=== prga ===
prga, met3 routing:
Drawn at 3 px/um.
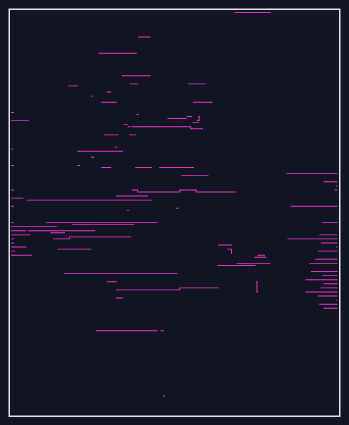

File: src/rtl/arc4_pkg.sv
// Shared definitions for the RC4 keystream/decrypt engine: FSM states and
// the printable-ASCII test applied to recovered plaintext.
package arc4_pkg;

  typedef enum logic [3:0] {
    IDLE,
    RD_LEN,
    WT_LEN,
    WR_LEN,
    RD_SI,
    WT_SI,
    RD_SJ,
    WT_SJ,
    WR_I,
    WR_J,
    RD_PAD,
    WT_PAD,
    WR_PT
  } state_t;

  localparam logic [7:0] ASCII_LO = 8'h20;
  localparam logic [7:0] ASCII_HI = 8'h7E;

  function automatic logic printable(input logic [7:0] b);
    return (b >= ASCII_LO) && (b <= ASCII_HI);
  endfunction

endpackage

File: src/rtl/prga.sv
// RC4 PRGA: walks the KSA-initialised S array, XORs the keystream with the
// length-prefixed ciphertext and writes length-prefixed plaintext.
module prga
  import arc4_pkg::*;
#(
  parameter bit CHECK_ASCII = 1'b1,
  parameter bit EARLY_ABORT = 1'b1
) (
  input  logic       clk,
  input  logic       rst_n,
  input  logic       en,
  output logic       rdy,
  output logic       pt_ok,
  output logic [7:0] s_addr,
  input  logic [7:0] s_rddata,
  output logic [7:0] s_wrdata,
  output logic       s_wren,
  output logic [7:0] ct_addr,
  input  logic [7:0] ct_rddata,
  output logic [7:0] pt_addr,
  output logic [7:0] pt_wrdata,
  output logic       pt_wren
);

  state_t     state;
  logic [7:0] i, j, k, len;
  logic [7:0] si, sj, ctb;
  logic       bad;

  logic [7:0] i_nxt, j_nxt, pad_idx, pt_byte;
  logic       bad_now;

  // RAM data is consumed two cycles after its address, so every read
  // state is followed by a wait state that holds the same address.
  assign i_nxt   = i + 8'd1;
  assign j_nxt   = j + s_rddata;
  assign pad_idx = si + sj;
  assign pt_byte = s_rddata ^ ctb;
  assign bad_now = CHECK_ASCII && !printable(pt_byte);
  assign rdy     = (state == IDLE);

  always_ff @(posedge clk or negedge rst_n) begin
    if (!rst_n) begin
      state <= IDLE;
      i     <= '0;
      j     <= '0;
      k     <= '0;
      len   <= '0;
      si    <= '0;
      sj    <= '0;
      ctb   <= '0;
      bad   <= 1'b0;
      pt_ok <= 1'b0;
    end else begin
      case (state)
        IDLE: if (en) begin
          state <= RD_LEN;
          pt_ok <= 1'b0;
        end
        RD_LEN: state <= WT_LEN;
        WT_LEN: state <= WR_LEN;
        WR_LEN: begin
          len <= ct_rddata;
          i   <= '0;
          j   <= '0;
          k   <= 8'd1;
          bad <= 1'b0;
          if (ct_rddata == 8'd0) begin
            state <= IDLE;
            pt_ok <= 1'b1;
          end else begin
            state <= RD_SI;
          end
        end
        RD_SI: begin
          i     <= i_nxt;
          state <= WT_SI;
        end
        WT_SI: state <= RD_SJ;
        RD_SJ: begin
          si    <= s_rddata;
          ctb   <= ct_rddata;
          j     <= j_nxt;
          state <= WT_SJ;
        end
        WT_SJ: state <= WR_I;
        WR_I: begin
          sj    <= s_rddata;
          state <= WR_J;
        end
        WR_J:   state <= RD_PAD;
        RD_PAD: state <= WT_PAD;
        WT_PAD: state <= WR_PT;
        WR_PT: begin
          if (bad_now && EARLY_ABORT) begin
            state <= IDLE;
            pt_ok <= 1'b0;
          end else if (k == len) begin
            state <= IDLE;
            pt_ok <= !(bad || bad_now);
          end else begin
            k     <= k + 8'd1;
            bad   <= bad || bad_now;
            state <= RD_SI;
          end
        end
        default: state <= IDLE;
      endcase
    end
  end

  // Addresses and write strobes are decoded from state so that IDLE (and
  // therefore reset) drives every memory port to zero.
  always_comb begin
    s_addr    = '0;
    s_wrdata  = '0;
    s_wren    = 1'b0;
    ct_addr   = '0;
    pt_addr   = '0;
    pt_wrdata = '0;
    pt_wren   = 1'b0;
    case (state)
      WR_LEN: begin
        pt_wrdata = ct_rddata;
        pt_wren   = 1'b1;
      end
      RD_SI: begin
        s_addr  = i_nxt;
        ct_addr = k;
      end
      WT_SI: begin
        s_addr  = i;
        ct_addr = k;
      end
      RD_SJ: begin
        s_addr  = j_nxt;
        ct_addr = k;
      end
      WT_SJ: s_addr = j;
      WR_I: begin
        s_addr   = i;
        s_wrdata = s_rddata;
        s_wren   = 1'b1;
      end
      WR_J: begin
        s_addr   = j;
        s_wrdata = si;
        s_wren   = 1'b1;
      end
      RD_PAD, WT_PAD: s_addr = pad_idx;
      WR_PT: begin
        pt_addr   = k;
        pt_wrdata = pt_byte;
        pt_wren   = 1'b1;
      end
      default: ;
    endcase
  end

endmodule

File: config.mk
export PLATFORM = sky130hd
export DESIGN_NAME = prga
export DESIGN_NICKNAME = d
export VERILOG_FILES = /design/src/rtl/arc4_pkg.sv /design/src/rtl/prga.sv
export SDC_FILE = /design/constraint.sdc
export NUM_CORES = 1
export LEC_CHECK = 0
export CORE_ASPECT_RATIO = 1.25
export CORE_MARGIN = 4
export CORE_UTILIZATION = 30
export DETAILED_ROUTE_END_ITERATION = 6
export PLACE_DENSITY = 0.62
export SYNTH_ARGS = -nofsm -noshare
export SYNTH_HDL_FRONTEND = slang
export SYNTH_SLANG_ARGS = --single-unit
File: constraint.sdc
create_clock -name clk -period 2.55 [get_ports clk]
set_input_delay 0.6375 -clock clk [delete_from_list [all_inputs] [get_ports clk]]
set_output_delay 0.6375 -clock clk [all_outputs]
set_load 0.02 [all_outputs]
=== cajero_param ===
$ cat src/rtl/cajero_param_pkg.sv
// Shared state encoding and transaction/card constants for the cajero_param ATM controller.
package cajero_param_pkg;

    typedef enum logic [2:0] {
        IDLE,
        PIN_ENTRY,
        PIN_CHECK,
        WAIT_MONTO,
        DEPOSIT,
        WITHDRAW,
        LOCKED
    } state_t;

    localparam logic TRANS_DEPOSITO  = 1'b0;
    localparam logic TRANS_RETIRO    = 1'b1;
    localparam logic CARD_LOCAL      = 1'b0;
    localparam logic CARD_EXTRANJERA = 1'b1;

endpackage

$ cat src/rtl/cajero_param_pin_entry.sv
// Serial PIN collector: edge-detects the digit strobe, shifts digits in at the LS end,
// flags the final digit and compares the assembled entry against the stored PIN.
module cajero_param_pin_entry #(
    parameter int PIN_DIGITS = 4,
    parameter int DIGIT_W    = 4
) (
    input  logic                          clk,
    input  logic                          reset,
    input  logic                          clear,
    input  logic                          enable,
    input  logic [PIN_DIGITS*DIGIT_W-1:0] pin,
    input  logic [DIGIT_W-1:0]            digito,
    input  logic                          digito_stb,
    output logic                          done,
    output logic                          match
);

    localparam int PIN_W = PIN_DIGITS * DIGIT_W;
    localparam int CNT_W = $clog2(PIN_DIGITS + 1);
    localparam logic [CNT_W-1:0] LAST = CNT_W'(PIN_DIGITS - 1);

    logic             stb_prev;
    logic [CNT_W-1:0] count;
    logic [PIN_W-1:0] shreg;
    logic             take;

    assign take  = enable & digito_stb & ~stb_prev;
    assign done  = take & (count == LAST);
    assign match = (shreg == pin);

    always_ff @(posedge clk) begin
        if (!reset) begin
            stb_prev <= 1'b0;
            count    <= '0;
        end else begin
            stb_prev <= digito_stb;
            if (clear)
                count <= '0;
            else if (take)
                count <= done ? '0 : count + 1'b1;
        end
    end

    // The shift register is cleared whenever a fresh entry starts, so it needs no reset.
    always_ff @(posedge clk) begin
        if (clear)
            shreg <= '0;
        else if (take)
            shreg <= (shreg << DIGIT_W) | PIN_W'(digito);
    end

endmodule

$ cat src/rtl/cajero_param.sv
// Parametrised ATM transaction controller: PIN authentication, deposits/withdrawals, lockout.
// Optional foreign-card withdrawal fee enabled by defining CAJERO_FOREIGN_FEE_EN.
module cajero_param
    import cajero_param_pkg::*;
#(
    parameter int              PIN_DIGITS   = 4,
    parameter int              DIGIT_W      = 4,
    parameter int              AMOUNT_W     = 32,
    parameter int              BALANCE_W    = 64,
    parameter int              MAX_TRIES    = 3,
    parameter longint unsigned INIT_BALANCE = 50000,
    parameter int              FOREIGN_FEE  = 25
) (
    input  logic                          clk,
    input  logic                          reset,
    input  logic                          tarjeta_recibida,
    input  logic                          tipo_de_tarjeta,
    input  logic [PIN_DIGITS*DIGIT_W-1:0] pin,
    input  logic [DIGIT_W-1:0]            digito,
    input  logic                          digito_stb,
    input  logic                          tipo_trans,
    input  logic [AMOUNT_W-1:0]           monto,
    input  logic                          monto_stb,
    output logic [BALANCE_W-1:0]          balance,
    output logic                          balance_actualizado,
    output logic                          entregar_dinero,
    output logic                          fondos_insuficientes,
    output logic                          pin_incorrecto,
    output logic                          advertencia,
    output logic                          bloqueo
);

    localparam int CNT_W = $clog2(MAX_TRIES + 1);

    state_t                 state, state_next;
    logic [CNT_W-1:0]       fails, fails_next, fails_inc;
    logic [BALANCE_W-1:0]   balance_next;
    logic                   ba_next, ed_next, fi_next, pi_next;
    logic                   monto_prev, monto_edge, capture;
    logic [AMOUNT_W-1:0]    monto_q;
    logic [BALANCE_W:0]     fee, debit;
    logic                   pin_done, pin_match;

    function automatic logic [BALANCE_W-1:0] sat_add(input logic [BALANCE_W-1:0] a,
                                                     input logic [AMOUNT_W-1:0]  b);
        logic [BALANCE_W:0] sum;
        sum = {1'b0, a} + {{(BALANCE_W + 1 - AMOUNT_W){1'b0}}, b};
        return sum[BALANCE_W] ? '1 : sum[BALANCE_W-1:0];
    endfunction

    cajero_param_pin_entry #(
        .PIN_DIGITS (PIN_DIGITS),
        .DIGIT_W    (DIGIT_W)
    ) u_pin_entry (
        .clk        (clk),
        .reset      (reset),
        .clear      ((state == IDLE) || (state == PIN_CHECK)),
        .enable     ((state == PIN_ENTRY) && tarjeta_recibida),
        .pin        (pin),
        .digito     (digito),
        .digito_stb (digito_stb),
        .done       (pin_done),
        .match      (pin_match)
    );

`ifdef CAJERO_FOREIGN_FEE_EN
    logic card_q;
    always_ff @(posedge clk) begin
        if (capture)
            card_q <= tipo_de_tarjeta;
    end
    assign fee = (card_q == CARD_EXTRANJERA) ? (BALANCE_W + 1)'(FOREIGN_FEE) : '0;
`else
    logic unused_fee_cfg;
    assign unused_fee_cfg = ^{tipo_de_tarjeta, 32'(FOREIGN_FEE)};
    assign fee = '0;
`endif

    // Debit is formed one bit wider than the balance so monto+fee never wraps.
    assign debit      = {{(BALANCE_W + 1 - AMOUNT_W){1'b0}}, monto_q} + fee;
    assign monto_edge = monto_stb & ~monto_prev;
    assign fails_inc  = fails + 1'b1;

    always_comb begin
        state_next   = state;
        fails_next   = fails;
        balance_next = balance;
        ba_next      = 1'b0;
        ed_next      = 1'b0;
        fi_next      = 1'b0;
        pi_next      = 1'b0;
        capture      = 1'b0;
        if (state != LOCKED && !tarjeta_recibida) begin
            state_next = IDLE;
        end else begin
            case (state)
                IDLE:       state_next = PIN_ENTRY;
                PIN_ENTRY:  if (pin_done) state_next = PIN_CHECK;
                PIN_CHECK: begin
                    if (pin_match) begin
                        state_next = WAIT_MONTO;
                        fails_next = '0;
                    end else begin
                        pi_next    = 1'b1;
                        fails_next = fails_inc;
                        state_next = (fails_inc == CNT_W'(MAX_TRIES)) ? LOCKED : PIN_ENTRY;
                    end
                end
                WAIT_MONTO: begin
                    if (monto_edge) begin
                        capture    = 1'b1;
                        state_next = (tipo_trans == TRANS_RETIRO) ? WITHDRAW : DEPOSIT;
                    end
                end
                DEPOSIT: begin
                    balance_next = sat_add(balance, monto_q);
                    ba_next      = 1'b1;
                    state_next   = WAIT_MONTO;
                end
                WITHDRAW: begin
                    if (debit <= {1'b0, balance}) begin
                        balance_next = balance - debit[BALANCE_W-1:0];
                        ba_next      = 1'b1;
                        ed_next      = 1'b1;
                    end else begin
                        fi_next = 1'b1;
                    end
                    state_next = WAIT_MONTO;
                end
                LOCKED:     state_next = LOCKED;
                default:    state_next = IDLE;
            endcase
        end
    end

    always_ff @(posedge clk) begin
        if (!reset) begin
            state                <= IDLE;
            fails                <= '0;
            balance              <= BALANCE_W'(INIT_BALANCE);
            monto_prev           <= 1'b0;
            balance_actualizado  <= 1'b0;
            entregar_dinero      <= 1'b0;
            fondos_insuficientes <= 1'b0;
            pin_incorrecto       <= 1'b0;
        end else begin
            state                <= state_next;
            fails                <= fails_next;
            balance              <= balance_next;
            monto_prev           <= monto_stb;
            balance_actualizado  <= ba_next;
            entregar_dinero      <= ed_next;
            fondos_insuficientes <= fi_next;
            pin_incorrecto       <= pi_next;
        end
    end

    always_ff @(posedge clk) begin
        if (capture)
            monto_q <= monto;
    end

    assign advertencia = (fails == CNT_W'(MAX_TRIES - 1)) && (state != LOCKED);
    assign bloqueo     = (state == LOCKED);

endmodule

$ cat config.mk
export PLATFORM = sky130hd
export DESIGN_NAME = cajero_param
export DESIGN_NICKNAME = d
export VERILOG_FILES = /design/src/rtl/cajero_param_pkg.sv /design/src/rtl/cajero_param_pin_entry.sv /design/src/rtl/cajero_param.sv
export SDC_FILE = /design/constraint.sdc
export NUM_CORES = 1
export LEC_CHECK = 0
export ABC_AREA = 1
export CAP_MARGIN = 20
export CORE_MARGIN = 2
export CORE_UTILIZATION = 45
export DETAILED_ROUTE_END_ITERATION = 10
export GPL_ROUTABILITY_DRIVEN = 0
export PLACE_DENSITY_LB_ADDON = 0.05
export SLEW_MARGIN = 20
export SYNTH_ARGS = -nofsm -noshare
export SYNTH_HDL_FRONTEND = slang
export SYNTH_SLANG_ARGS = --single-unit
$ cat constraint.sdc
create_clock -name clk -period 11.92 [get_ports clk]
set_input_delay 1.192 -clock clk [delete_from_list [all_inputs] [get_ports clk]]
set_output_delay 1.192 -clock clk [all_outputs]
set_load 0.05 [all_outputs]
=== muldiv_unit_flat ===
### config.mk
export PLATFORM = sky130hd
export DESIGN_NAME = muldiv_unit_flat
export DESIGN_NICKNAME = d
export VERILOG_FILES = /design/src/rtl/muldiv_if.sv /design/src/rtl/muldiv_unit.sv /design/src/flat_wrapper.sv
export SDC_FILE = /design/constraint.sdc
export NUM_CORES = 1
export LEC_CHECK = 0
export ABC_AREA = 1
export CAP_MARGIN = 20
export CORE_ASPECT_RATIO = 1.5
export CORE_MARGIN = 8
export CORE_UTILIZATION = 60
export DETAILED_ROUTE_END_ITERATION = 16
export PLACE_DENSITY = 0.83
export SETUP_SLACK_MARGIN = 0.05
export SYNTH_ARGS = -nofsm -noshare
export SYNTH_HDL_FRONTEND = slang
export SYNTH_SLANG_ARGS = --single-unit
### constraint.sdc
create_clock -name CLK -period 7.5 [get_ports CLK]
set_input_delay 1.875 -clock CLK [delete_from_list [all_inputs] [get_ports CLK]]
set_output_delay 1.875 -clock CLK [all_outputs]
set_load 0.02 [all_outputs]
### src/rtl/muldiv_if.sv
// Handshake/operand bundle between the control unit and the multiply/divide unit.
interface muldiv_if;
    logic        start;
    logic [1:0]  op;
    logic [31:0] SrcA;
    logic [31:0] SrcB;
    logic        hi_we;
    logic        lo_we;
    logic [31:0] wdata;
    logic        busy;
    logic        done;
    logic        div_by_zero;
    logic [31:0] HI;
    logic [31:0] LO;

    modport master (
        output start, op, SrcA, SrcB, hi_we, lo_we, wdata,
        input  busy, done, div_by_zero, HI, LO
    );

    modport slave (
        input  start, op, SrcA, SrcB, hi_we, lo_we, wdata,
        output busy, done, div_by_zero, HI, LO
    );
endinterface

### src/rtl/muldiv_unit.sv
// Iterative 32x32 multiply / 32/32 divide unit with HI/LO result registers.
// Signed operations run on operand magnitudes; the sign is re-applied in FIX.
module muldiv_unit (
    input  logic     CLK,
    input  logic     reset,
    muldiv_if.slave  bus
);

    typedef enum logic [1:0] {S_IDLE, S_RUN, S_FIX} state_t;

    state_t      r_state;
    logic [4:0]  r_cnt;
    logic [1:0]  r_op;
    logic [31:0] r_a;        // multiplicand / dividend magnitude
    logic [31:0] r_b;        // multiplier / divisor magnitude
    logic        r_sign_a;
    logic        r_sign_b;
    logic [63:0] r_work;
    logic        r_busy;
    logic        r_done;
    logic        r_dbz;
    logic [31:0] r_hi;
    logic [31:0] r_lo;

    logic [32:0] w_mul_sum;
    logic [63:0] w_mul_next;
    logic [32:0] w_rem_sh;
    logic [31:0] w_diff;
    logic        w_ge;
    logic [63:0] w_div_next;
    logic [63:0] w_prod;
    logic [31:0] w_quot;
    logic [31:0] w_rem;
    logic        w_is_div;
    logic        w_zero_div;

    // Two's complement negation helpers used for magnitude and sign fix-up.
    function automatic logic [31:0] neg32(input logic [31:0] v);
        return ~v + 32'd1;
    endfunction

    function automatic logic [63:0] neg64(input logic [63:0] v);
        return ~v + 64'd1;
    endfunction

    // |v| as an unsigned value; -2^31 maps to 0x80000000, which is its true magnitude.
    function automatic logic [31:0] abs32(input logic signed [31:0] v);
        return (v < 0) ? neg32(v) : v;
    endfunction

    // One iteration of each algorithm plus the sign-corrected final results.
    always_comb begin
        // Shift-add: add A when the current multiplier bit is set, then shift right.
        w_mul_sum  = {1'b0, r_work[63:32]} + (r_b[r_cnt] ? {1'b0, r_a} : 33'd0);
        w_mul_next = {w_mul_sum, r_work[31:1]};

        // Restoring divide: remainder in the upper half, quotient bits shift into the lower half.
        // Dividend bits are fed MSB first straight from r_a.
        w_rem_sh   = {r_work[63:32], r_a[5'd31 - r_cnt]};
        w_ge       = (w_rem_sh >= {1'b0, r_b});
        w_diff     = w_rem_sh[31:0] - r_b;
        w_div_next = {(w_ge ? w_diff : w_rem_sh[31:0]), r_work[30:0], w_ge};

        w_is_div   = r_op[1];
        w_zero_div = w_is_div && (r_b == 32'd0);
        w_prod     = (r_sign_a ^ r_sign_b) ? neg64(r_work) : r_work;
        w_quot     = (r_sign_a ^ r_sign_b) ? neg32(r_work[31:0]) : r_work[31:0];
        w_rem      = r_sign_a ? neg32(r_work[63:32]) : r_work[63:32];
    end

    // Control FSM, iteration datapath and HI/LO registers.
    always_ff @(posedge CLK) begin
        if (reset) begin
            r_state <= S_IDLE;
            r_cnt   <= 5'd0;
            r_busy  <= 1'b0;
            r_done  <= 1'b0;
            r_dbz   <= 1'b0;
            r_hi    <= 32'd0;
            r_lo    <= 32'd0;
        end else begin
            r_done <= 1'b0;
            case (r_state)
                S_IDLE: begin
                    if (bus.start) begin
                        // Unsigned ops (op[0]=1) take raw operands with cleared sign flags.
                        r_op     <= bus.op;
                        r_sign_a <= ~bus.op[0] & bus.SrcA[31];
                        r_sign_b <= ~bus.op[0] & bus.SrcB[31];
                        r_a      <= bus.op[0] ? bus.SrcA : abs32(bus.SrcA);
                        r_b      <= bus.op[0] ? bus.SrcB : abs32(bus.SrcB);
                        r_work   <= 64'd0;
                        r_cnt    <= 5'd0;
                        r_busy   <= 1'b1;
                        r_state  <= S_RUN;
                    end else begin
                        if (bus.hi_we) r_hi <= bus.wdata;
                        if (bus.lo_we) r_lo <= bus.wdata;
                    end
                end
                S_RUN: begin
                    r_work <= w_is_div ? w_div_next : w_mul_next;
                    r_cnt  <= r_cnt + 5'd1;
                    if (r_cnt == 5'd31) r_state <= S_FIX;
                end
                S_FIX: begin
                    if (w_zero_div) begin
                        // Report the original dividend, rebuilt from magnitude and sign.
                        r_lo <= 32'hFFFF_FFFF;
                        r_hi <= r_sign_a ? neg32(r_a) : r_a;
                    end else if (w_is_div) begin
                        r_lo <= w_quot;
                        r_hi <= w_rem;
                    end else begin
                        r_lo <= w_prod[31:0];
                        r_hi <= w_prod[63:32];
                    end
                    r_dbz   <= w_zero_div;
                    r_busy  <= 1'b0;
                    r_done  <= 1'b1;
                    r_state <= S_IDLE;
                end
                default: r_state <= S_IDLE;
            endcase
        end
    end

    assign bus.busy        = r_busy;
    assign bus.done        = r_done;
    assign bus.div_by_zero = r_dbz;
    assign bus.HI          = r_hi;
    assign bus.LO          = r_lo;

endmodule
### src/flat_wrapper.sv
// flat-port wrapper written by rule: the top's interface ports become plain ports
module muldiv_unit_flat 
  (CLK, reset, bus_start, bus_op, bus_SrcA, bus_SrcB, bus_hi_we, bus_lo_we, bus_wdata, bus_busy, bus_done, bus_div_by_zero, bus_HI, bus_LO);
  muldiv_if bus_i ();
  input  logic CLK;
  input  logic reset;
  input wire logic [$bits(bus_i.start)-1:0] bus_start;
  input wire logic [$bits(bus_i.op)-1:0] bus_op;
  input wire logic [$bits(bus_i.SrcA)-1:0] bus_SrcA;
  input wire logic [$bits(bus_i.SrcB)-1:0] bus_SrcB;
  input wire logic [$bits(bus_i.hi_we)-1:0] bus_hi_we;
  input wire logic [$bits(bus_i.lo_we)-1:0] bus_lo_we;
  input wire logic [$bits(bus_i.wdata)-1:0] bus_wdata;
  output wire logic [$bits(bus_i.busy)-1:0] bus_busy;
  output wire logic [$bits(bus_i.done)-1:0] bus_done;
  output wire logic [$bits(bus_i.div_by_zero)-1:0] bus_div_by_zero;
  output wire logic [$bits(bus_i.HI)-1:0] bus_HI;
  output wire logic [$bits(bus_i.LO)-1:0] bus_LO;
  assign bus_i.start = bus_start;
  assign bus_i.op = bus_op;
  assign bus_i.SrcA = bus_SrcA;
  assign bus_i.SrcB = bus_SrcB;
  assign bus_i.hi_we = bus_hi_we;
  assign bus_i.lo_we = bus_lo_we;
  assign bus_i.wdata = bus_wdata;
  assign bus_busy = bus_i.busy;
  assign bus_done = bus_i.done;
  assign bus_div_by_zero = bus_i.div_by_zero;
  assign bus_HI = bus_i.HI;
  assign bus_LO = bus_i.LO;
  muldiv_unit u_core (.CLK(CLK), .reset(reset), .bus(bus_i));
endmodule
=== unidade_entrada_saida ===
==> src/rtl/yousei_io_pkg.sv <==
// Shared definitions for the IN/OUT responder (unidade_entrada_saida).
// Contents: responder FSM state type, I/O opcodes decoded by the control
// unit, and the Mem2Reg select value that routes InData to the register file.
package yousei_io_pkg;

  typedef enum logic [1:0] {
    ST_IDLE         = 2'd0,
    ST_WAIT_PRESS   = 2'd1,
    ST_WAIT_RELEASE = 2'd2,
    ST_DONE         = 2'd3
  } io_state_t;

  localparam logic [5:0] OP_IN      = 6'b001000;
  localparam logic [5:0] OP_OUT     = 6'b001001;
  localparam logic [1:0] MEM2REG_IO = 2'b01;

endpackage

==> src/rtl/debounce_botao.sv <==
// Confirm-button conditioner: 2-FF synchronizer, polarity normalization
// (pressed = 1) and a stability-counter debouncer with edge outputs.
// Ports:
//   i_clk, i_rst_n  clock, asynchronous active-low reset
//   i_btn_raw       raw asynchronous button level
//   o_rise / o_fall single-cycle strobes, valid in the cycle before the
//                   debounced level flips (consumed on that same edge)
// Press-to-flip latency: 2 + DEBOUNCE_CYCLES edges.
module debounce_botao
  import yousei_io_pkg::*;
#(
  parameter int unsigned DEBOUNCE_CYCLES = 250000,
  parameter bit          BTN_ACTIVE_LOW  = 1'b1
) (
  input  logic i_clk,
  input  logic i_rst_n,
  input  logic i_btn_raw,
  output logic o_rise,
  output logic o_fall
);

  localparam int unsigned    CW           = $clog2(DEBOUNCE_CYCLES);
  localparam logic [CW-1:0]  CNT_LAST     = CW'(DEBOUNCE_CYCLES - 1);
  localparam logic           RELEASED_RAW = BTN_ACTIVE_LOW;

  logic          r_sync1;
  logic          r_sync2;
  logic          r_level;
  logic [CW-1:0] r_cnt;
  logic          w_synced;
  logic          w_diff;
  logic          w_flip;

  assign w_synced = r_sync2 ^ RELEASED_RAW;
  assign w_diff   = (w_synced != r_level);
  assign w_flip   = w_diff && (r_cnt == CNT_LAST);

  always_ff @(posedge i_clk or negedge i_rst_n) begin
    if (!i_rst_n) begin
      r_sync1 <= RELEASED_RAW;
      r_sync2 <= RELEASED_RAW;
      r_level <= 1'b0;
      r_cnt   <= '0;
    end else begin
      r_sync1 <= i_btn_raw;
      r_sync2 <= r_sync1;
      if (w_flip) begin
        r_level <= w_synced;
        r_cnt   <= '0;
      end else if (w_diff) begin
        r_cnt <= r_cnt + 1'b1;
      end else begin
        r_cnt <= '0;
      end
    end
  end

  assign o_rise = w_flip &  w_synced;
  assign o_fall = w_flip & ~w_synced;

endmodule

==> src/rtl/unidade_entrada_saida.sv <==
// IN/OUT responder between the control unit/datapath and the board I/O.
// IN (Halt=1): stalls until the operator presses and releases the confirm
// button; Switches are captured (zero-extended) on the debounced press and
// offered on InData, with InReady marking the register-write cycle.
// OUT (OpIO=1, Halt=0): Display <= OutData, OutStrobe pulses next cycle.
// Optional macro YOUSEI_IO_ECHO_EN: on IN completion Display also shows the
// accepted value (OutStrobe pulses); undefined, Display changes only on OUT.
// Ports:
//   Clock, Reset (async, active-low)
//   OpIO, Halt, OutData          from control unit / register file
//   Switches, ConfirmBtn         board inputs
//   Stall (combinational), InData, InReady, Display, OutStrobe, WaitingInput
module unidade_entrada_saida
  import yousei_io_pkg::*;
#(
  parameter int unsigned DATA_W          = 32,
  parameter int unsigned SW_W            = 16,
  parameter int unsigned DEBOUNCE_CYCLES = 250000,
  parameter bit          BTN_ACTIVE_LOW  = 1'b1
) (
  input  logic              Clock,
  input  logic              Reset,
  input  logic              OpIO,
  input  logic              Halt,
  input  logic [DATA_W-1:0] OutData,
  input  logic [SW_W-1:0]   Switches,
  input  logic              ConfirmBtn,
  output logic              Stall,
  output logic [DATA_W-1:0] InData,
  output logic              InReady,
  output logic [DATA_W-1:0] Display,
  output logic              OutStrobe,
  output logic              WaitingInput
);

  io_state_t         r_state;
  logic [DATA_W-1:0] r_in_data;
  logic [DATA_W-1:0] r_display;
  logic              r_in_ready;
  logic              r_out_strobe;
  logic              w_rise;
  logic              w_fall;

  debounce_botao #(
    .DEBOUNCE_CYCLES (DEBOUNCE_CYCLES),
    .BTN_ACTIVE_LOW  (BTN_ACTIVE_LOW)
  ) u_debounce (
    .i_clk     (Clock),
    .i_rst_n   (Reset),
    .i_btn_raw (ConfirmBtn),
    .o_rise    (w_rise),
    .o_fall    (w_fall)
  );

  // The debouncer runs in every state; edges are only acted on while
  // waiting, so a press already held at IN time needs release + re-press.
  always_ff @(posedge Clock or negedge Reset) begin
    if (!Reset) begin
      r_state      <= ST_IDLE;
      r_in_data    <= '0;
      r_display    <= '0;
      r_in_ready   <= 1'b0;
      r_out_strobe <= 1'b0;
    end else begin
      r_in_ready   <= 1'b0;
      r_out_strobe <= 1'b0;
      case (r_state)
        ST_IDLE: begin
          if (Halt) begin
            r_state <= ST_WAIT_PRESS;
          end else if (OpIO) begin
            r_display    <= OutData;
            r_out_strobe <= 1'b1;
          end
        end
        ST_WAIT_PRESS: begin
          if (w_rise) begin
            r_in_data <= DATA_W'(Switches);
            r_state   <= ST_WAIT_RELEASE;
          end
        end
        ST_WAIT_RELEASE: begin
          if (w_fall) begin
            r_state    <= ST_DONE;
            r_in_ready <= 1'b1;
          end
        end
        ST_DONE: begin
          r_state <= ST_IDLE;
`ifdef YOUSEI_IO_ECHO_EN
          r_display    <= r_in_data;
          r_out_strobe <= 1'b1;
`endif
        end
        default: r_state <= ST_IDLE;
      endcase
    end
  end

  assign Stall        = ((r_state == ST_IDLE) && Halt) ||
                        (r_state == ST_WAIT_PRESS) ||
                        (r_state == ST_WAIT_RELEASE);
  assign WaitingInput = (r_state == ST_WAIT_PRESS) || (r_state == ST_WAIT_RELEASE);
  assign InData       = r_in_data;
  assign InReady      = r_in_ready;
  assign Display      = r_display;
  assign OutStrobe    = r_out_strobe;

endmodule

==> config.mk <==
export PLATFORM = sky130hd
export DESIGN_NAME = unidade_entrada_saida
export DESIGN_NICKNAME = d
export VERILOG_FILES = /design/src/rtl/yousei_io_pkg.sv /design/src/rtl/debounce_botao.sv /design/src/rtl/unidade_entrada_saida.sv
export SDC_FILE = /design/constraint.sdc
export NUM_CORES = 1
export LEC_CHECK = 0
export ABC_AREA = 1
export CAP_MARGIN = 5
export CORE_MARGIN = 2
export CORE_UTILIZATION = 30
export CTS_CLUSTER_DIAMETER = 100
export DETAILED_ROUTE_END_ITERATION = 7
export PLACE_DENSITY = 0.56
export SYNTH_ARGS = -nofsm -noshare
export SYNTH_HDL_FRONTEND = slang
export SYNTH_SLANG_ARGS = --single-unit
==> constraint.sdc <==
create_clock -name Clock -period 1.75 [get_ports Clock]
set_input_delay 0.525 -clock Clock [delete_from_list [all_inputs] [get_ports Clock]]
set_output_delay 0.525 -clock Clock [all_outputs]
set_load 0.01 [all_outputs]
muldiv_unit_flat, clock routing:
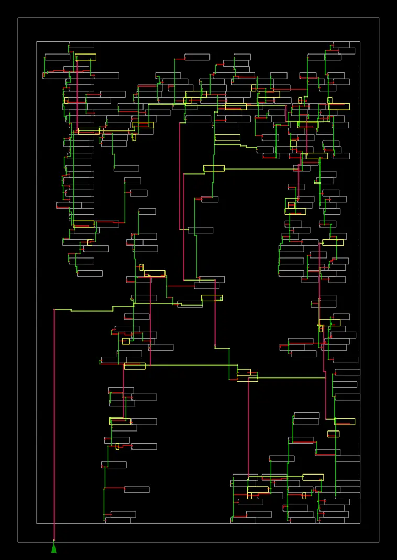
clk_skew: 0.0179 ns
Clk Latency, worst-skew pair: 0.55 ns
P_clk: 1080 uW

==> results.py, muldiv_unit_flat <==
# Synthesis and PnR figures
metrics = {
    "finish": {
        "nClkBuffers": 28,
        "n_antenna_cell": 2,
        "clock_area_share_pct": 3.27,
        "drive_gt1_share_pct": 4.34,
        "inv_count": 343,
    },
    "logic_synthesis": {
        "ys_warn_count": 0,
        "synthArstFlopShare_pct": 0,
    },
    "sta": {
        "setup_slack_ns": 1.93,
        "finalSetupViolations": 0,
    },
    "placement": {
        "place_congestion": 1.13,
    },
    "worst_setup_path": {
        "crit_arrival_ns": 5.84,
    },
    "routing": {
        "top_layer": "met5",
    },
    "clock_network": {
        "clockBufferDepth": 3,
    },
    "run_status": {
        "outcome": "finished, final reports clean",
    },
    "global_route": {
        "grt_use_total_pct": 43.7,
    },
}
## muldiv_unit_flat: path summary, 6_finish.rpt
path | to | from | slack (ns) | depth (start not counted)
hold / removal | u_core.bus.LO[7] | u_core.bus.LO[7] | 0.49 | 2
hold reg to reg | u_core.bus.LO[7] | u_core.bus.LO[7] | 0.49 | 2
setup reg to reg | u_core.r_work[44] | u_core.r_cnt[1] | 1.93 | 21
setup / recovery | u_core.r_work[44] | u_core.r_cnt[1] | 1.93 | 21
## muldiv_unit_flat: where the power goes
group | internal [uW] | total [uW] | switching, uW
combinational | 460 | 1420 | 965
sequential | 1310 | 1440 | 128
clock | 590 | 1080 | 492
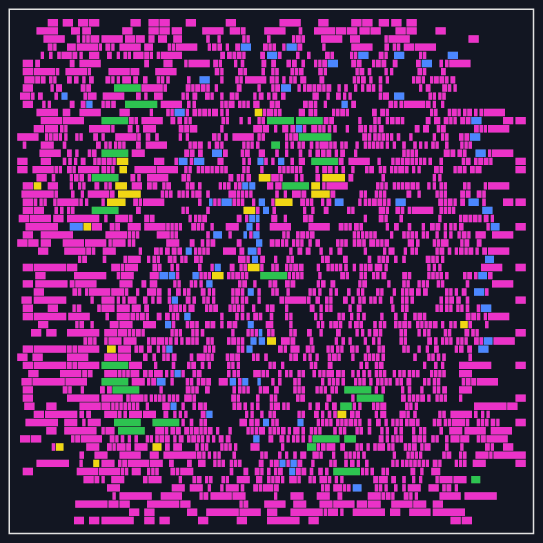
cajero_param: sizing map
Drawn at 3 px/um.
- x6 and larger: green (cells 27; share 1.1%)
- x3 and x4: yellow (cells 23; share 0.98%)
- x1 and smaller: magenta (cells 2219; share 94%)
- x2: blue (cells 81; share 3.4%)

==> results.py, cajero_param <==
# Synthesis and PnR figures
metrics = {
    "finish": {
        "seq_area_sq_mm": 0.00284,
        "layout_top_cells": "nand2_1, inv_1, nor2_1",
        "logic_area_sq_mm": 0.00833,
        "logic_gate_count": 1682,
        "nNonClkBuffers": 132,
    },
    "worst_setup_path": {
        "critical_path.startpoint_type": "register",
        "crit_slowest_cell": "clkinv_1",
        "cpPeakStageDelay_ns": 0.94,
        "reg2reg_slack_ns": 7.40,
        "cp-end-kind": "register",
        "path_cells": "inv_1, nor2_1, inv_1, nor2_4, buf_4, clkinv_1, buf_4, nand3_4, nand3_4, inv_4, nand3_1, nand2_1, inv_1",
    },
    "global_route": {
        "grt_pass1_vias": 13500,
        "gr-total-overflow": 0,
        "use_met2_pct": 46.8,
    },
    "clock_network": {
        "post_cts_resized": 0,
        "clk_pin_slew_worst_paths_ns": 0.07,
        "cts_made_buffers": 17,
    },
    "run_status": {
        "outcome": "finished, final reports clean",
    },
    "power": {
        "pwr-share-clk_pct": 54.6,
        "sequentialPowerShare_pct": 40.7,
    },
    "logic_synthesis": {
        "synth_top_cell_by_area": "nand2_1",
        "synth-edff-count": 32,
    },
    "sta": {
        "max_freq_mhz": 221,
    },
    "routing": {
        "drc": 0,
    },
    "placement": {
        "place_hpwl_um": 36500,
    },
}
==> cajero_param: through the flow <==
step	instances	instance area [sq um]	setup slack, ns	hold WS [ns]	util [%]
after detailed placement	2702	14400	7.57	0.454	50.3
after floorplan	2260	13000	6.48	0.435	-
after global placement	2702	14400	7.57	0.446	50.3
after CTS	2734	15000	7.55	0.465	52.5
final	2734	15000	7.40	0.461	52.5
after global routing	2734	15000	7.15	0.499	52.5
==> cajero_param: tightest hold or removal path, delay by kind of cell, from the launching register on <==
family / cells / cell delay (ns)
AND-OR/OR-AND: 1 / 0.06
buffers and inverters: 1 / 0.06
flip-flops: 1 / 0.30
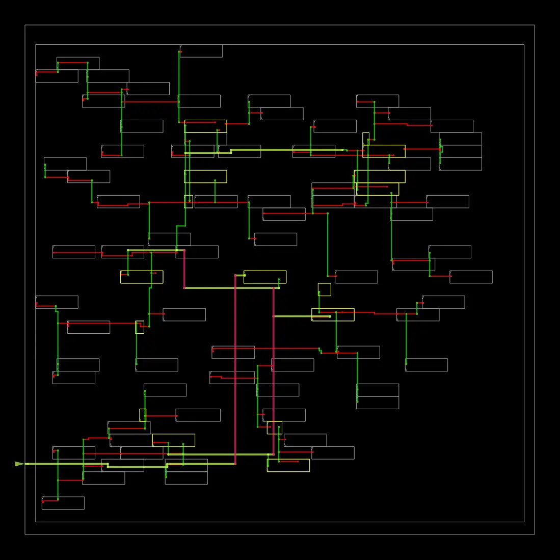
unidade_entrada_saida: clock routing
clk sink count: 73
P_clk: 1790 uW
TritonCTS buffer count: 9
clock buffers: 11
Clk Latency, worst-skew pair: 0.33 ns

==> results.py, unidade_entrada_saida <==
# Synthesis and PnR figures
metrics = {
    "run_status": {
        "outcome": "complete, but fails checks",
        "violations": "setup timing",
    },
    "routing": {
        "avgRoutedWirePerCell_um": 11.7,
        "wl_met2_um": 3360,
    },
    "finish": {
        "logic_area_sq_mm": 0.00131,
        "final_layout_top_logic_cell": "nand2_1",
    },
    "power": {
        "pwr-share-clk_pct": 30.3,
        "power.density_mw_per_mm2": 1200,
        "p_switching_uw": 1830,
    },
    "placement": {
        "place_hpwl_um": 5570,
    },
    "worst_setup_path": {
        "cp-end-kind": "output port",
        "r2r-start": "u_debounce.r_cnt[0]",
    },
    "logic_synthesis": {
        "yosys_cells": 376,
        "syn_avg_cell_area_sq_um": 9.02,
    },
    "sta": {
        "setup_slack_ns": -0.0718,
        "finalSetupViolations": 1,
    },
    "clock_network": {
        "cts_tree": "built",
        "clk_pin_slew_worst_paths_ns": 0.06,
    },
}
[unidade_entrada_saida: through the flow]
stage | cells | cell area (sq um)
2_1_floorplan | 391 | 3450
3_3_place_gp | 627 | 4660
3_5_place_dp | 627 | 4660
4_1_cts | 643 | 4900
5_1_grt | 643 | 4920
6_report | 643 | 4920
[unidade_entrada_saida: critical path, cell delays in order (launching register included)]
cell and delay, ns:
dfrtp_1 0.38, inv_2 0.07, ha_2 0.19, nor2_4 0.12
o21ai_2 0.06, buf_2 0.13
prga, sizing map:
Drawn at 3 px/um.
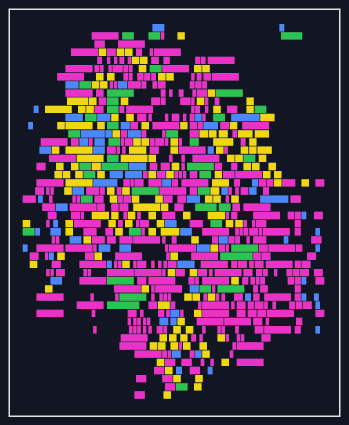
- x2: blue (cells 66; share 10%)
- x3 and x4: yellow (cells 147; share 23%)
- x1 and smaller: magenta (cells 379; share 60%)
- x6 and larger: green (cells 40; share 6.3%)
fin area: 0.00624 sq mm
Non-clk bufs: 195
setup ws final: -0.532 ns
P&R area growth vs syn: 60.9%

Notes on 'met3 routing' of prga above:
- main direction: horizontal
- longest straight run: 41.4 um
- share of all routed wire: 5.5%
via count: 4065
met3 Usage GRT: 4.40%
Post-Route WL: 12900 um

==> results.py, prga <==
# Synthesis and PnR figures
metrics = {
    "global_route": {
        "grt_use_total_pct": 18.1,
    },
    "logic_synthesis": {
        "synthFlopType": "dfrtp_1",
        "synth_top_area_share_pct": 40.0,
        "yosys_cells": 441,
    },
    "sta": {
        "finalSetupViolations": 8,
        "setup_slack_ns": -0.532,
        "timing.hold.ws_ns": 0.305,
    },
    "run_status": {
        "violations": "setup timing",
        "outcome": "complete, but fails checks",
    },
    "worst_setup_path": {
        "critPathKind": "register to output port",
        "r2r_cells": 14,
        "cp-end-kind": "output port",
        "cp_common_cell": "a21o_1",
    },
    "routing": {
        "dr_wl_met3_um": 704,
        "postRouteAntennaNets": 0,
        "initialDrtViolationCount": 220,
        "met1_length_um": 5150,
    },
    "finish": {
        "drive_gt1_share_pct": 40.0,
    },
    "power": {
        "power.internal_uw": 4660,
    },
    "clock_network": {
        "clockBufferDepth": 2,
    },
    "placement": {
        "place_congestion": 0.843,
    },
}
## prga: cell type report
| class | count | area [sq um] | area share (%) |
|---|---|---|---|
| Clock buffer | 9 | 225 | 3.61 |
| Clock inverter | 7 | 97.6 | 1.56 |
| Inverter | 1 | 3.75 | 0.0602 |
| Multi-Input combinational cell | 358 | 2540 | 40.8 |
| Sequential cell | 62 | 1550 | 24.9 |
| Tap cell | 168 | 210 | 3.37 |
| Timing Repair Buffer | 195 | 1600 | 25.7 |
## prga: registers in the layout, indices dropped and copies added (netlist names)
signal	flops
pt_ok	1
len	8
k	8
i	8
si	8
state	4
j	8
ctb	8
sj	8
bad	1

==> screenshots <==
Where the registers sit.
(a)
Drawn at 1.5 px/um.
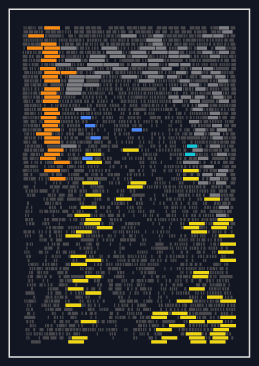
(b)
Drawn at 3 px/um.
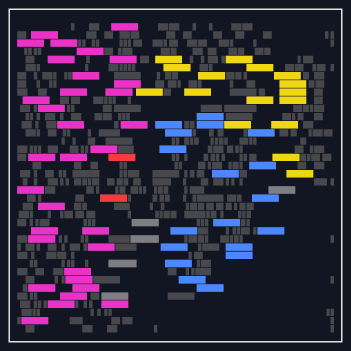
(c)
Drawn at 2 px/um.
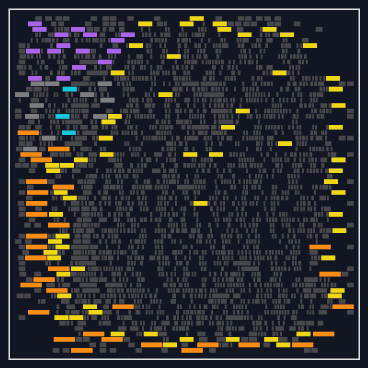
For muldiv_unit_flat, see (a).
For cajero_param, see (c).
For unidade_entrada_saida, see (b).

Key to (c):
- monto_q: orange (sequential cells 32)
- u_pin_entry.shreg: purple (sequential cells 16; where upper left)
- balance: yellow (sequential cells 64; where widely spread)
- state: cyan (sequential cells 3)
- not colored: 11



==> layout pictures side by side <==
Met3 routing.
panel A
Drawn at 2 px/um.
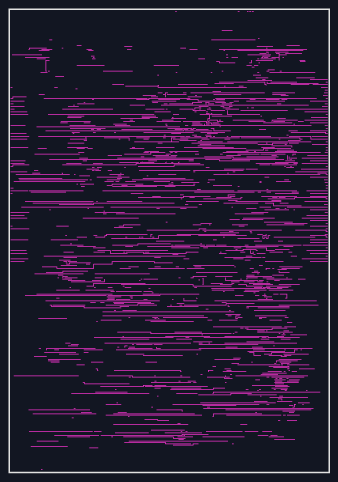
panel B
Drawn at 4 px/um.
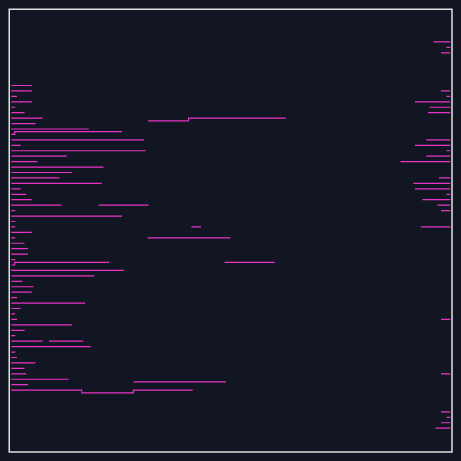
panel C
Drawn at 3 px/um.
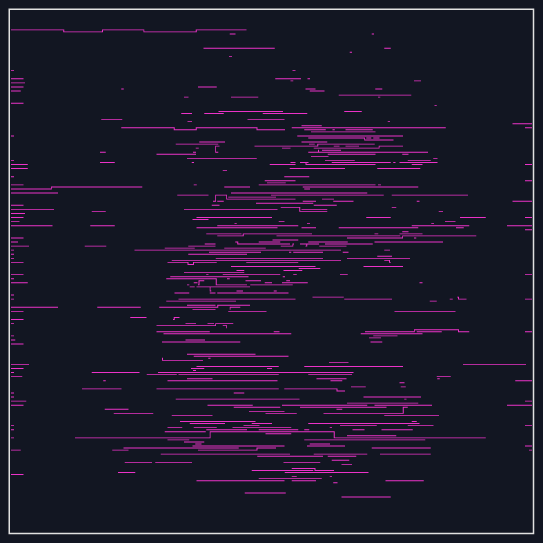
Of these, smallest die: panel B
| from | picture |
|---|---|
| muldiv_unit_flat | panel A |
| unidade_entrada_saida | panel B |
| cajero_param | panel C |

Key to panel B:
- wire length on this layer: 768 um
- main direction: horizontal
- share of all routed wire: 10%
- longest straight run: 33.4 um


## Gallery

Wiring heat map.
image #1
Drawn at 1.5 px/um. The die is cut into 16 by 23 equal tiles; black is low, pale yellow is high, scaled to the fullest tile. Values are wire area over tile area, all layers added.
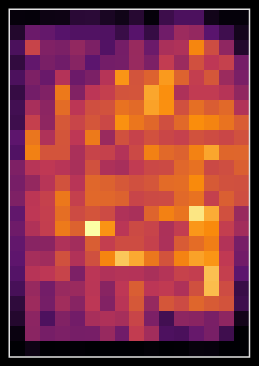
image #2
Drawn at 3 px/um. The die is cut into 22 by 22 equal tiles; black is low, pale yellow is high, scaled to the fullest tile. Values are wire area over tile area, all layers added.
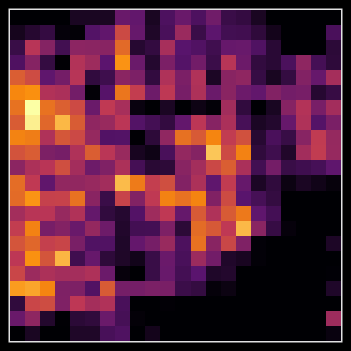
image #3
Drawn at 2 px/um. The die is cut into 35 by 35 equal tiles; black is low, pale yellow is high, scaled to the fullest tile. Values are wire area over tile area, all layers added.
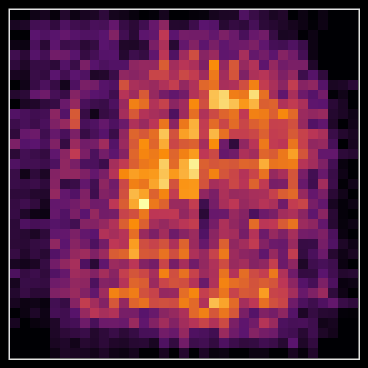
image #4
Drawn at 3 px/um. The die is cut into 22 by 27 equal tiles; black is low, pale yellow is high, scaled to the fullest tile. Values are wire area over tile area, all layers added.
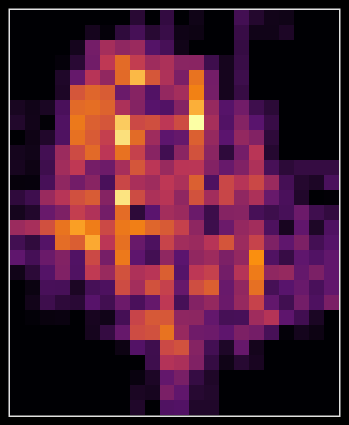
unidade_entrada_saida: image #2
cajero_param: image #3
muldiv_unit_flat: image #1
prga: image #4
The one with the largest die is image #1.
The one with the smallest die is image #2.

Power and IR drop assume default switching activity.
